# design 1

===== src/rtl/alu_irq_pipe_pkg.sv =====
// alu_pkg: shared ALU types, the bitwise opcode function and the match-table index helper.
package alu_pkg;
    localparam int MAX_W = 64;
    typedef enum logic {BANK_A = 1'b0, BANK_B = 1'b1} bank_e;
    typedef logic [1:0] op_t;
    typedef logic [2:0] idx_t;
    // Operands are widened to MAX_W so one function serves every WIDTH; callers keep the low bits
    function automatic logic [MAX_W-1:0] alu_compute(bank_e bank, op_t op, logic [MAX_W-1:0] a, logic [MAX_W-1:0] b);
        if (bank == BANK_A)
            return op == 2'd0 ? a & b : op == 2'd1 ? ~(a & b) : op == 2'd2 ? a | b : a ^ b;
        return op == 2'd0 ? ~(a ^ b) : op == 2'd1 ? a & b : op == 2'd2 ? ~(a | b) : a | b;
    endfunction
    function automatic idx_t entry_idx(bank_e bank, op_t op);
        return {bank, op};
    endfunction
endpackage


===== src/rtl/alu_irq_pipe_if.sv =====
// alu_irq_pipe_if: operand/result handshake, match-table config and interrupt signals of the ALU pipe.
interface alu_irq_pipe_if import alu_pkg::*; #(parameter int WIDTH = 8, parameter int COUNT_W = 8);
    logic               in_valid;
    logic               in_ready;
    logic               in_bank;
    op_t                in_op;
    logic [WIDTH-1:0]   in_a;
    logic [WIDTH-1:0]   in_b;
    logic               out_valid;
    logic               out_ready;
    logic [WIDTH-1:0]   out_data;
    logic               out_match;
    logic               cfg_we;
    idx_t               cfg_sel;
    logic               cfg_en;
    logic [WIDTH-1:0]   cfg_data;
    logic               irq;
    logic               irq_clr;
    logic [COUNT_W-1:0] irq_count;
    modport slave (
        input  in_valid, in_bank, in_op, in_a, in_b, out_ready, cfg_we, cfg_sel, cfg_en, cfg_data, irq_clr,
        output in_ready, out_valid, out_data, out_match, irq, irq_count
    );
    modport master (
        output in_valid, in_bank, in_op, in_a, in_b, out_ready, cfg_we, cfg_sel, cfg_en, cfg_data, irq_clr,
        input  in_ready, out_valid, out_data, out_match, irq, irq_count
    );
endinterface


===== src/rtl/alu_irq_ctrl.sv =====
// alu_irq_ctrl: match table, result comparator, sticky irq and saturating match counter.
module alu_irq_ctrl import alu_pkg::*; #(
    parameter int WIDTH   = 8,
    parameter int COUNT_W = 8
) (
    input  logic               alu_clk,
    input  logic               rst_n,
    input  logic               load,
    input  idx_t               load_sel,
    input  logic [WIDTH-1:0]   result,
    output logic               match,
    input  logic               cfg_we,
    input  idx_t               cfg_sel,
    input  logic               cfg_en,
    input  logic [WIDTH-1:0]   cfg_data,
    input  logic               irq_clr,
    output logic               irq,
    output logic [COUNT_W-1:0] irq_count
);
    logic [7:0]            en_q, en_d;
    logic [7:0][WIDTH-1:0] val_q, val_d;
    logic                  irq_q, irq_d;
    logic [COUNT_W-1:0]    cnt_q, cnt_d;
    logic                  hit;
    // Compare against the registered table so a same-cycle write never affects the loading result
    assign match = en_q[load_sel] & (result == val_q[load_sel]);
    assign hit   = load & match;
    always_comb begin
        en_d  = en_q;
        val_d = val_q;
        if (cfg_we) begin
            en_d[cfg_sel]  = cfg_en;
            val_d[cfg_sel] = cfg_data;
        end
        irq_d = hit | (irq_q & ~irq_clr);
        cnt_d = (hit && cnt_q != '1) ? cnt_q + COUNT_W'(1) : cnt_q;
    end
    always_ff @(posedge alu_clk or negedge rst_n) begin
        if (!rst_n) begin
            en_q  <= '0;
            val_q <= '0;
            irq_q <= 1'b0;
            cnt_q <= '0;
        end else begin
            en_q  <= en_d;
            val_q <= val_d;
            irq_q <= irq_d;
            cnt_q <= cnt_d;
        end
    end
    assign irq       = irq_q;
    assign irq_count = cnt_q;
endmodule


===== src/rtl/alu_irq_pipe.sv =====
// alu_irq_pipe: two-stage back-pressured bitwise ALU pipeline with match-driven sticky interrupt.
module alu_irq_pipe import alu_pkg::*; #(
    parameter int WIDTH   = 8,
    parameter int COUNT_W = 8
) (
    input logic           alu_clk,
    input logic           rst_n,
    alu_irq_pipe_if.slave bus
);
    logic             s1_valid_q, s1_valid_d;
    bank_e            s1_bank_q, s1_bank_d;
    op_t              s1_op_q, s1_op_d;
    logic [WIDTH-1:0] s1_a_q, s1_a_d, s1_b_q, s1_b_d;
    logic             s2_valid_q, s2_valid_d;
    logic [WIDTH-1:0] s2_data_q, s2_data_d;
    logic             s2_match_q, s2_match_d;
    logic             rdy1, rdy2, take, load2, match;
    logic [MAX_W-1:0] full;
    logic [WIDTH-1:0] result;
    assign rdy2   = !s2_valid_q | bus.out_ready;
    assign rdy1   = !s1_valid_q | rdy2;
    assign take   = bus.in_valid & rdy1;
    assign load2  = s1_valid_q & rdy2;
    assign full   = alu_compute(s1_bank_q, s1_op_q, MAX_W'(s1_a_q), MAX_W'(s1_b_q));
    assign result = full[WIDTH-1:0];
    always_comb begin
        s1_valid_d = rdy1 ? bus.in_valid : s1_valid_q;
        s1_bank_d  = take ? bank_e'(bus.in_bank) : s1_bank_q;
        s1_op_d    = take ? bus.in_op : s1_op_q;
        s1_a_d     = take ? bus.in_a : s1_a_q;
        s1_b_d     = take ? bus.in_b : s1_b_q;
        s2_valid_d = rdy2 ? s1_valid_q : s2_valid_q;
        s2_data_d  = load2 ? result : s2_data_q;
        s2_match_d = load2 ? match : s2_match_q;
    end
    always_ff @(posedge alu_clk or negedge rst_n) begin
        if (!rst_n) begin
            s1_valid_q <= 1'b0;
            s1_bank_q  <= BANK_A;
            s1_op_q    <= '0;
            s1_a_q     <= '0;
            s1_b_q     <= '0;
            s2_valid_q <= 1'b0;
            s2_data_q  <= '0;
            s2_match_q <= 1'b0;
        end else begin
            s1_valid_q <= s1_valid_d;
            s1_bank_q  <= s1_bank_d;
            s1_op_q    <= s1_op_d;
            s1_a_q     <= s1_a_d;
            s1_b_q     <= s1_b_d;
            s2_valid_q <= s2_valid_d;
            s2_data_q  <= s2_data_d;
            s2_match_q <= s2_match_d;
        end
    end
    alu_irq_ctrl #(.WIDTH(WIDTH), .COUNT_W(COUNT_W)) u_ctrl (
        .alu_clk   (alu_clk),
        .rst_n     (rst_n),
        .load      (load2),
        .load_sel  (entry_idx(s1_bank_q, s1_op_q)),
        .result    (result),
        .match     (match),
        .cfg_we    (bus.cfg_we),
        .cfg_sel   (bus.cfg_sel),
        .cfg_en    (bus.cfg_en),
        .cfg_data  (bus.cfg_data),
        .irq_clr   (bus.irq_clr),
        .irq       (bus.irq),
        .irq_count (bus.irq_count)
    );
    assign bus.in_ready  = rdy1;
    assign bus.out_valid = s2_valid_q;
    assign bus.out_data  = s2_data_q;
    assign bus.out_match = s2_match_q;
endmodule


===== src/flat_wrapper.sv =====
// flat-port wrapper written by rule: the top's interface ports become plain ports
module alu_irq_pipe_flat import alu_pkg::*;
#(
    parameter int WIDTH   = 8,
    parameter int COUNT_W = 8
)
  (alu_clk, rst_n, bus_in_valid, bus_in_bank, bus_in_op, bus_in_a, bus_in_b, bus_out_ready, bus_cfg_we, bus_cfg_sel, bus_cfg_en, bus_cfg_data, bus_irq_clr, bus_in_ready, bus_out_valid, bus_out_data, bus_out_match, bus_irq, bus_irq_count);
  alu_irq_pipe_if #(.WIDTH(WIDTH), .COUNT_W(COUNT_W)) bus_i ();
  input logic alu_clk;
  input logic rst_n;
  input wire logic [$bits(bus_i.in_valid)-1:0] bus_in_valid;
  input wire logic [$bits(bus_i.in_bank)-1:0] bus_in_bank;
  input wire logic [$bits(bus_i.in_op)-1:0] bus_in_op;
  input wire logic [$bits(bus_i.in_a)-1:0] bus_in_a;
  input wire logic [$bits(bus_i.in_b)-1:0] bus_in_b;
  input wire logic [$bits(bus_i.out_ready)-1:0] bus_out_ready;
  input wire logic [$bits(bus_i.cfg_we)-1:0] bus_cfg_we;
  input wire logic [$bits(bus_i.cfg_sel)-1:0] bus_cfg_sel;
  input wire logic [$bits(bus_i.cfg_en)-1:0] bus_cfg_en;
  input wire logic [$bits(bus_i.cfg_data)-1:0] bus_cfg_data;
  input wire logic [$bits(bus_i.irq_clr)-1:0] bus_irq_clr;
  output wire logic [$bits(bus_i.in_ready)-1:0] bus_in_ready;
  output wire logic [$bits(bus_i.out_valid)-1:0] bus_out_valid;
  output wire logic [$bits(bus_i.out_data)-1:0] bus_out_data;
  output wire logic [$bits(bus_i.out_match)-1:0] bus_out_match;
  output wire logic [$bits(bus_i.irq)-1:0] bus_irq;
  output wire logic [$bits(bus_i.irq_count)-1:0] bus_irq_count;
  assign bus_i.in_valid = bus_in_valid;
  assign bus_i.in_bank = bus_in_bank;
  assign bus_i.in_op = bus_in_op;
  assign bus_i.in_a = bus_in_a;
  assign bus_i.in_b = bus_in_b;
  assign bus_i.out_ready = bus_out_ready;
  assign bus_i.cfg_we = bus_cfg_we;
  assign bus_i.cfg_sel = bus_cfg_sel;
  assign bus_i.cfg_en = bus_cfg_en;
  assign bus_i.cfg_data = bus_cfg_data;
  assign bus_i.irq_clr = bus_irq_clr;
  assign bus_in_ready = bus_i.in_ready;
  assign bus_out_valid = bus_i.out_valid;
  assign bus_out_data = bus_i.out_data;
  assign bus_out_match = bus_i.out_match;
  assign bus_irq = bus_i.irq;
  assign bus_irq_count = bus_i.irq_count;
  alu_irq_pipe #(.WIDTH(WIDTH), .COUNT_W(COUNT_W)) u_core (.alu_clk(alu_clk), .rst_n(rst_n), .bus(bus_i));
endmodule

===== config.mk =====
export PLATFORM = sky130hd
export DESIGN_NAME = alu_irq_pipe_flat
export DESIGN_NICKNAME = d
export VERILOG_FILES = /design/src/rtl/alu_irq_pipe_pkg.sv /design/src/rtl/alu_irq_pipe_if.sv /design/src/rtl/alu_irq_ctrl.sv /design/src/rtl/alu_irq_pipe.sv /design/src/flat_wrapper.sv
export SDC_FILE = /design/constraint.sdc
export NUM_CORES = 1
export LEC_CHECK = 0
export CELL_PAD_IN_SITES_DETAIL_PLACEMENT = 1
export CELL_PAD_IN_SITES_GLOBAL_PLACEMENT = 2
export CORE_MARGIN = 10
export CORE_UTILIZATION = 43
export DETAILED_ROUTE_END_ITERATION = 12
export GPL_ROUTABILITY_DRIVEN = 0
export PLACE_DENSITY = 0.84
export SLEW_MARGIN = 20
export SYNTH_ARGS = -nofsm -noshare
export SYNTH_HDL_FRONTEND = slang
export SYNTH_SLANG_ARGS = --single-unit

===== constraint.sdc =====
create_clock -name alu_clk -period 9 [get_ports alu_clk]
set_clock_uncertainty 0.05 [all_clocks]
set_input_delay 2.25 -clock alu_clk [delete_from_list [all_inputs] [get_ports alu_clk]]
set_output_delay 2.25 -clock alu_clk [all_outputs]
set_load 0.05 [all_outputs]

# design 2

**config.mk**
```make
export PLATFORM = sky130hd
export DESIGN_NAME = centroid_tracker_flat
export DESIGN_NICKNAME = d
export VERILOG_FILES = /design/src/rtl/centroid_tracker_if.sv /design/src/rtl/centroid_tracker.sv /design/src/flat_wrapper.sv
export SDC_FILE = /design/constraint.sdc
export NUM_CORES = 1
export LEC_CHECK = 0
export CORE_MARGIN = 2
export CORE_UTILIZATION = 62
export DETAILED_ROUTE_END_ITERATION = 8
export GPL_ROUTABILITY_DRIVEN = 0
export PLACE_DENSITY_LB_ADDON = 0.3
export SLEW_MARGIN = 20
export SYNTH_ARGS = -nofsm -noshare
export SYNTH_HDL_FRONTEND = slang
export SYNTH_SLANG_ARGS = --single-unit
```
**constraint.sdc**
```tcl
create_clock -name iCLK -period 11.27 [get_ports iCLK]
set_clock_uncertainty 0.1 [all_clocks]
set_input_delay 2.254 -clock iCLK [delete_from_list [all_inputs] [get_ports iCLK]]
set_output_delay 2.254 -clock iCLK [all_outputs]
set_load 0.05 [all_outputs]
```
**src/rtl/centroid_tracker_if.sv**
```systemverilog
// Centroid tracker bus: upstream IPU centroid/frame strobes plus CPU-side
// tracked-coordinate req/ack handshake. The slave side is the tracker.
interface centroid_tracker_if #(
   parameter int unsigned COORD_W = 11
);
   logic               iDVAL;
   logic [COORD_W-1:0] iRow;
   logic [COORD_W-1:0] iCol;
   logic               iFrameEnd;
   logic               iAck;
   logic [COORD_W-1:0] oRow;
   logic [COORD_W-1:0] oCol;
   logic               oValid;
   logic               oReq;
   logic               oOverrun;
   logic [1:0]         oState;

   modport master (
      output iDVAL, iRow, iCol, iFrameEnd, iAck,
      input  oRow, oCol, oValid, oReq, oOverrun, oState
   );

   modport slave (
      input  iDVAL, iRow, iCol, iFrameEnd, iAck,
      output oRow, oCol, oValid, oReq, oOverrun, oState
   );
endinterface

```
**src/rtl/centroid_tracker.sv**
```systemverilog
// Per-frame centroid tracker: EMA jitter filter, outlier gate with re-seed, coast/loss handling.
// Define TRACKER_STATS_EN to add saturating frame/miss statistics outputs.
module centroid_tracker #(
   parameter int unsigned COORD_W      = 11,
   parameter int unsigned ALPHA_SHIFT  = 2,
   parameter int unsigned JUMP_MAX     = 64,
   parameter int unsigned JUMP_CONFIRM = 3,
   parameter int unsigned LOST_FRAMES  = 8
) (
   input logic               iCLK,
   input logic               iRST,
   centroid_tracker_if.slave bus
`ifdef TRACKER_STATS_EN
   ,
   output logic [15:0]       oFrameCnt,
   output logic [15:0]       oMissCnt
`endif
);
   typedef enum logic [1:0] {SEARCH = 2'd0, TRACK = 2'd1, COAST = 2'd2} state_t;

   localparam int unsigned SW = COORD_W + 2;
   localparam int unsigned FW = $clog2(JUMP_CONFIRM + 1);
   localparam int unsigned MW = $clog2(LOST_FRAMES + 1);
   localparam logic [SW-1:0] JMAX = SW'(JUMP_MAX);

   state_t             state_q, state_d;
   logic [COORD_W-1:0] row_q, row_d, col_q, col_d;
   logic [FW-1:0]      far_q, far_d, far_nx;
   logic [MW-1:0]      mcnt_q, mcnt_d, mcnt_nx;
   logic               got_q, req_q, ovr_q;
   logic               det, miss, upd, near;

   logic signed [SW-1:0] raw_r, raw_c, flt_r, flt_c, dr, dc, ema_r, ema_c;
   logic [SW-1:0]        abs_r, abs_c;

   function automatic logic [COORD_W-1:0] clamp(input logic signed [SW-1:0] v);
      if (v[SW-1])
         return '0;
      else if (v[SW-2:COORD_W] != '0)
         return '1;
      else
         return v[COORD_W-1:0];
   endfunction

   // Only the first iDVAL of a frame is taken; a frame closing without one is a miss.
   assign det  = bus.iDVAL & ~got_q;
   assign miss = bus.iFrameEnd & ~got_q & ~bus.iDVAL;

   assign raw_r = {2'b00, bus.iRow};
   assign raw_c = {2'b00, bus.iCol};
   assign flt_r = {2'b00, row_q};
   assign flt_c = {2'b00, col_q};
   assign dr    = raw_r - flt_r;
   assign dc    = raw_c - flt_c;
   assign abs_r = dr[SW-1] ? -dr : dr;
   assign abs_c = dc[SW-1] ? -dc : dc;
   assign near  = (abs_r <= JMAX) && (abs_c <= JMAX);
   assign ema_r = flt_r + (dr >>> ALPHA_SHIFT);
   assign ema_c = flt_c + (dc >>> ALPHA_SHIFT);
   assign far_nx  = far_q + 1'b1;
   assign mcnt_nx = mcnt_q + 1'b1;

   always_ff @(posedge iCLK or negedge iRST) begin
      if (!iRST)
         state_q <= SEARCH;
      else
         state_q <= state_d;
   end

   always_comb begin
      state_d = state_q;
      row_d   = row_q;
      col_d   = col_q;
      far_d   = far_q;
      mcnt_d  = mcnt_q;
      upd     = 1'b0;
      case (state_q)
         SEARCH: begin
            if (det) begin
               row_d   = bus.iRow;
               col_d   = bus.iCol;
               far_d   = '0;
               mcnt_d  = '0;
               upd     = 1'b1;
               state_d = TRACK;
            end
         end
         TRACK, COAST: begin
            if (det) begin
               if (near) begin
                  row_d   = clamp(ema_r);
                  col_d   = clamp(ema_c);
                  far_d   = '0;
                  mcnt_d  = '0;
                  upd     = 1'b1;
                  state_d = TRACK;
               end else if (far_nx == FW'(JUMP_CONFIRM)) begin
                  row_d   = bus.iRow;
                  col_d   = bus.iCol;
                  far_d   = '0;
                  mcnt_d  = '0;
                  upd     = 1'b1;
                  state_d = TRACK;
               end else begin
                  far_d = far_nx;
               end
            end else if (miss) begin
               far_d = '0;
               if (state_q == TRACK) begin
                  mcnt_d  = MW'(1);
                  state_d = COAST;
               end else if (mcnt_nx == MW'(LOST_FRAMES)) begin
                  mcnt_d  = '0;
                  state_d = SEARCH;
               end else begin
                  mcnt_d = mcnt_nx;
               end
            end
         end
         default: state_d = SEARCH;
      endcase
   end

   always_comb begin
      bus.oState   = state_q;
      bus.oValid   = (state_q != SEARCH);
      bus.oRow     = row_q;
      bus.oCol     = col_q;
      bus.oReq     = req_q;
      bus.oOverrun = ovr_q;
   end

   // An ack landing with a fresh update keeps oReq high but still clears overrun.
   always_ff @(posedge iCLK or negedge iRST) begin
      if (!iRST) begin
         row_q  <= '0;
         col_q  <= '0;
         far_q  <= '0;
         mcnt_q <= '0;
         got_q  <= 1'b0;
         req_q  <= 1'b0;
         ovr_q  <= 1'b0;
      end else begin
         row_q  <= row_d;
         col_q  <= col_d;
         far_q  <= far_d;
         mcnt_q <= mcnt_d;
         if (bus.iFrameEnd)
            got_q <= 1'b0;
         else if (det)
            got_q <= 1'b1;
         if (req_q && bus.iAck)
            ovr_q <= 1'b0;
         else if (upd && req_q)
            ovr_q <= 1'b1;
         if (upd)
            req_q <= 1'b1;
         else if (bus.iAck)
            req_q <= 1'b0;
      end
   end

`ifdef TRACKER_STATS_EN
   always_ff @(posedge iCLK or negedge iRST) begin
      if (!iRST) begin
         oFrameCnt <= '0;
         oMissCnt  <= '0;
      end else begin
         if (bus.iFrameEnd && oFrameCnt != 16'hFFFF)
            oFrameCnt <= oFrameCnt + 16'd1;
         if (miss && oMissCnt != 16'hFFFF)
            oMissCnt <= oMissCnt + 16'd1;
      end
   end
`endif
endmodule
```
**src/flat_wrapper.sv**
```systemverilog
// flat-port wrapper written by rule: the top's interface ports become plain ports
module centroid_tracker_flat 
#(
   parameter int unsigned COORD_W      = 11,
   parameter int unsigned ALPHA_SHIFT  = 2,
   parameter int unsigned JUMP_MAX     = 64,
   parameter int unsigned JUMP_CONFIRM = 3,
   parameter int unsigned LOST_FRAMES  = 8
)
  (iCLK, iRST, bus_iDVAL, bus_iRow, bus_iCol, bus_iFrameEnd, bus_iAck, bus_oRow, bus_oCol, bus_oValid, bus_oReq, bus_oOverrun, bus_oState);
  centroid_tracker_if #(.COORD_W(COORD_W)) bus_i ();
  input logic iCLK;
  input logic iRST;
  input wire logic [$bits(bus_i.iDVAL)-1:0] bus_iDVAL;
  input wire logic [$bits(bus_i.iRow)-1:0] bus_iRow;
  input wire logic [$bits(bus_i.iCol)-1:0] bus_iCol;
  input wire logic [$bits(bus_i.iFrameEnd)-1:0] bus_iFrameEnd;
  input wire logic [$bits(bus_i.iAck)-1:0] bus_iAck;
  output wire logic [$bits(bus_i.oRow)-1:0] bus_oRow;
  output wire logic [$bits(bus_i.oCol)-1:0] bus_oCol;
  output wire logic [$bits(bus_i.oValid)-1:0] bus_oValid;
  output wire logic [$bits(bus_i.oReq)-1:0] bus_oReq;
  output wire logic [$bits(bus_i.oOverrun)-1:0] bus_oOverrun;
  output wire logic [$bits(bus_i.oState)-1:0] bus_oState;
  assign bus_i.iDVAL = bus_iDVAL;
  assign bus_i.iRow = bus_iRow;
  assign bus_i.iCol = bus_iCol;
  assign bus_i.iFrameEnd = bus_iFrameEnd;
  assign bus_i.iAck = bus_iAck;
  assign bus_oRow = bus_i.oRow;
  assign bus_oCol = bus_i.oCol;
  assign bus_oValid = bus_i.oValid;
  assign bus_oReq = bus_i.oReq;
  assign bus_oOverrun = bus_i.oOverrun;
  assign bus_oState = bus_i.oState;
  centroid_tracker #(.COORD_W(COORD_W), .ALPHA_SHIFT(ALPHA_SHIFT), .JUMP_MAX(JUMP_MAX), .JUMP_CONFIRM(JUMP_CONFIRM), .LOST_FRAMES(LOST_FRAMES)) u_core (.iCLK(iCLK), .iRST(iRST), .bus(bus_i));
endmodule
```
==> design_2/zoom.png <==
Bar = 20 um. Region (0, 0) to (50, 50) um. Cells in grey, sequential cells in the stronger grey; small squares are vias.
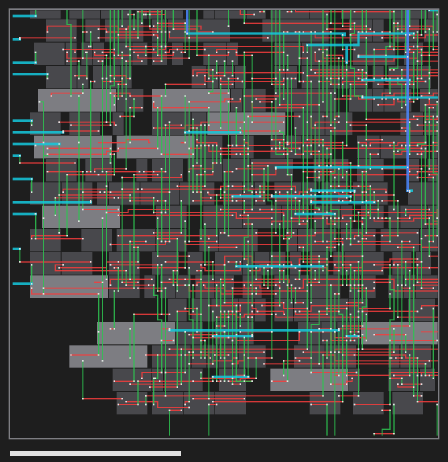
legend:
  red:
    layer: met1
  cyan:
    layer: met3
  green:
    layer: met2
  blue:
    layer: met4
sequential cells in the window: 11
most frequent: clkdlybuf4s50_1 (18), ha_1 (15)
cells with their middle in the window: 196
netlist names of flops here include: u_core.bus.oCol (6), u_core.far_q (2)

==> impl_report.txt, design 2 <==
RUN METRICS
----------------------------------------------------
[Status]
  Outcome ........................ finished clean

[Critical path]
  Delay-heaviest family, CP ........................ AND-OR/OR-AND gates
  Critical Path RT ........................ 11.39 ns
  Number of buffer and inverter instances along the worst setup path ........................ 2
  Crit start category ........................ input port
  Stage delay of the slowest cell on the critical path ........................ 0.69 ns
  Cells along the critical path ........................ clkdlybuf4s50_1 > inv_1 > ha_1 > fa_1 > nor2b_1 > o22ai_1 > xnor2_1 > ha_1 > nor2b_1 > o21a_1 > o211ai_1 > a31oi_1 > a311oi_1 > nor2b_1 > nor3_2 > o22ai_1 > mux2_2 > mux2i_1

[Global routing]
  M3 GR Usage ........................ 3.45%
  Maximum number of pins on one net before global-route repair ........................ 34
  Wire length of the first global-routing pass ........................ 18.7 mm

[Final timing]
  Final setup violation count ........................ 0
  Final hold violation count ........................ 0
  Pins Over Slew Limit ........................ 0

[Place]
  Worst slack at placement ........................ 3.85 ns
  Placed instance count ........................ 676
  Final HPWL from detailed placement ........................ 8.72 mm

[Floorplanning]
  Die x size ........................ 88.7 um
  Area inside the core boundary ........................ 6870 sq um
  Die Outline Area ........................ 7860 sq um

[Yosys]
  Yosys Instances ........................ 536
  Most frequently used flop master after synthesis ........................ sky130_fd_sc_hd__dfrtp_1
  Fraction of the yosys area taken by sequential cells ........................ 18.6%
  Yosys Chip Area ........................ 4440 sq um
  Flip-flop and latch count after synthesis ........................ 33
  Synthesized area per cell ........................ 8.29 sq um
  Leading area contributor after synthesis ........................ sky130_fd_sc_hd__dfrtp_1

[Worst hold path]
  Worst hold start ........................ u_core.far_q[0]

[Drt]
  Count of vias placed by the detailed router ........................ 4,237
  Via density per instance ........................ 6.19
  Average wire per standard cell ........................ 16.5 um
  Routed wire length ........................ 11.3 mm

[Clock tree]
  Clock latency on the worst-skew pair ........................ 0.30 ns
  Clock root cell ........................ sky130_fd_sc_hd__clkbuf_8
  Maximum clock insertion buffer count ........................ 2

[Finish]
  Post-route cell area ........................ 5180 sq um
  Final non-filler cell total ........................ 684
  Register cell area after layout ........................ 826 sq um
  Number of non-clock inverters ........................ 63

----------------------------------------------------
==> design_1/cell_classes.png <==
Fill, decap, tap and diode cells in grey.
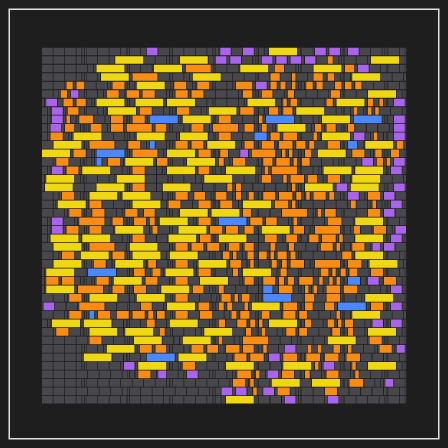
legend:
  purple:
    class: other buffers and delay cells
    cells: 61
  yellow:
    class: flops
    cells: 111
  blue:
    class: clock drivers and dummy loads
    cells: 16
  orange:
    class: all other logic
    cells: 327
number of rows created at floorplan: 42
area inside the core boundary: 13,300 sq um
post-route cell area: 6870 sq um

==> impl_report.txt, design 1 <==
RUN METRICS
----------------------------------------------------
[Drt]
  Drt drc ........................ 0
  Wire length on met2 ........................ 6.72 mm
  Number of DRC markers after the initial detailed-route iteration ........................ 135
  Average wire per standard cell ........................ 19.8 um
  Count of vias placed by the detailed router ........................ 3,773

[Critical path]
  Delay-heaviest family, CP ........................ buffers and inverters
  Count of cells along the worst register-to-register path ........................ 9
  Critical path arrival ........................ 3.67 ns
  Cells along the critical path ........................ clkdlybuf4s50_1 > nand3b_1 > clkdlybuf4s50_1
  Crit start category ........................ input port
  Critical-path top delay cell ........................ sky130_fd_sc_hd__clkdlybuf4s50_1
  CP Max Fanout ........................ 3

[Clock tree]
  Number of clock buffers inserted by TritonCTS ........................ 9
  Depth of the CTS H-tree ........................ 3
  Clock-pin slew of the registers on the worst-case setup and hold paths ........................ 0.07 ns

[Yosys]
  Number of instances in the synthesized netlist ........................ 462
  Prevailing logic family in the synthesized netlist ........................ multiplexers
  Area share of and-or/or-and cells after synthesis ........................ 5.59%

[Finish]
  Logic share of the area ........................ 42.0%
  Fraction of area in registers ........................ 40.5%
  Final non-filler cell total ........................ 691
  Final design utilization ........................ 51.5%
  Multi-input comb cells ........................ 298
  Total Nets Final ........................ 572
  Non-Clock Buffer Count ........................ 61
  Most common logic cells in the final layout ........................ sky130_fd_sc_hd__dfrtp_1 (110), sky130_fd_sc_hd__mux2_2 (97), sky130_fd_sc_hd__clkdlybuf4s50_1 (55)
  Biggest area consumer among cell classes ........................ multi-input combinational cells
  Number of non-clock inverters ........................ 29
  Clock buffers and inverters, area share ........................ 4.08%
  Fillers ........................ 1,396

[Status]
  Outcome ........................ finished clean

[Job]
  Number of maximum-capacitance constraint violations ........................ 0

[Floorplanning]
  Die Y-Extent ........................ 137 um
  Initial Util ........................ 44.1%

[Global routing]
  Wire length of the first global-routing pass ........................ 22.2 mm
  Aggregate global-route resource usage ........................ 15.3%
  Number of antenna violations at the first check in global routing ........................ 0
  Via count of the first global-routing pass ........................ 4,081

[Place]
  Post-detailed-placement cell area ........................ 6590 sq um

[Final timing]
  Post-layout min period ........................ 5.97 ns
  Post-Route Setup TNS ........................ 0 ns
  Final hold violation count ........................ 0

[Worst hold path]
  Worst hold start ........................ u_core.bus.out_match

----------------------------------------------------

==> notes/layouts.md <==
Pictures saved along the way, in no particular order.

Sequential cells grouped by signal name.
Other sequential cells in the stronger grey, the rest of the logic in the fainter grey.
picture 1
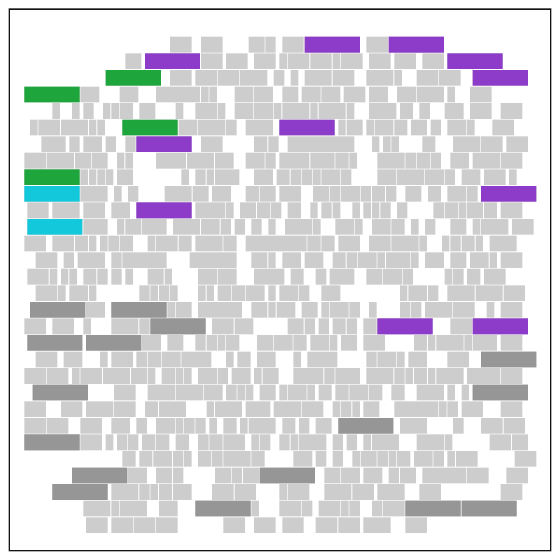
picture 2
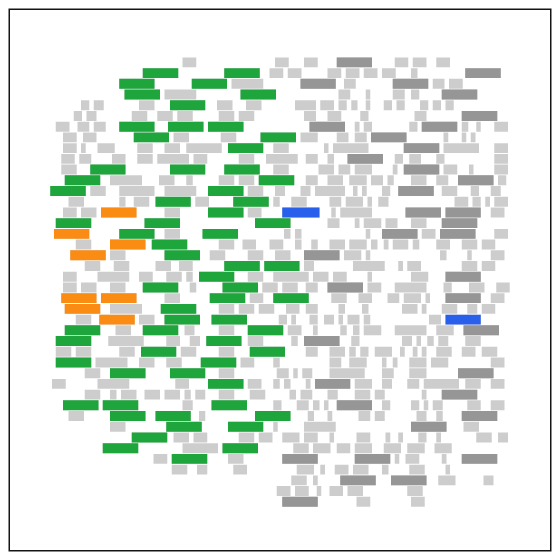
- design 1 = picture 2
- design 2 = picture 1

Key to picture 1:
legend:
  purple:
    name_in_the_netlist: u_core.bus.oRow
    placed_flops: 11
  green:
    name_in_the_netlist: u_core.mcnt_q
    placed_flops: 4
    where: north-west
  cyan:
    name_in_the_netlist: u_core.bus.oState
    placed_flops: 2
not coloured: 16



==> notes/layouts.md <==
Pictures saved along the way, in no particular order.

Placement view.
shot_01.png
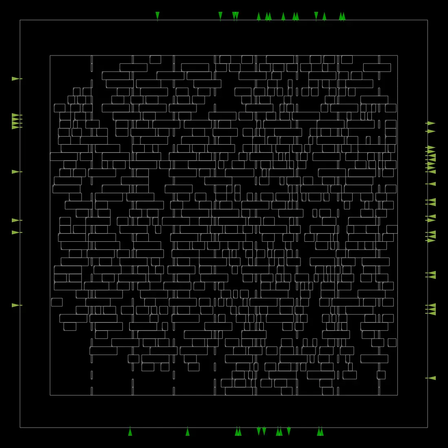
shot_02.png
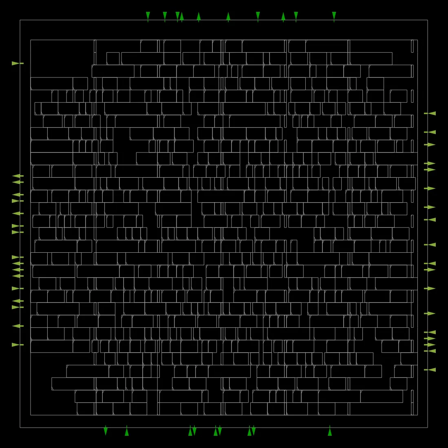
- shot_01.png = design 1
- shot_02.png = design 2

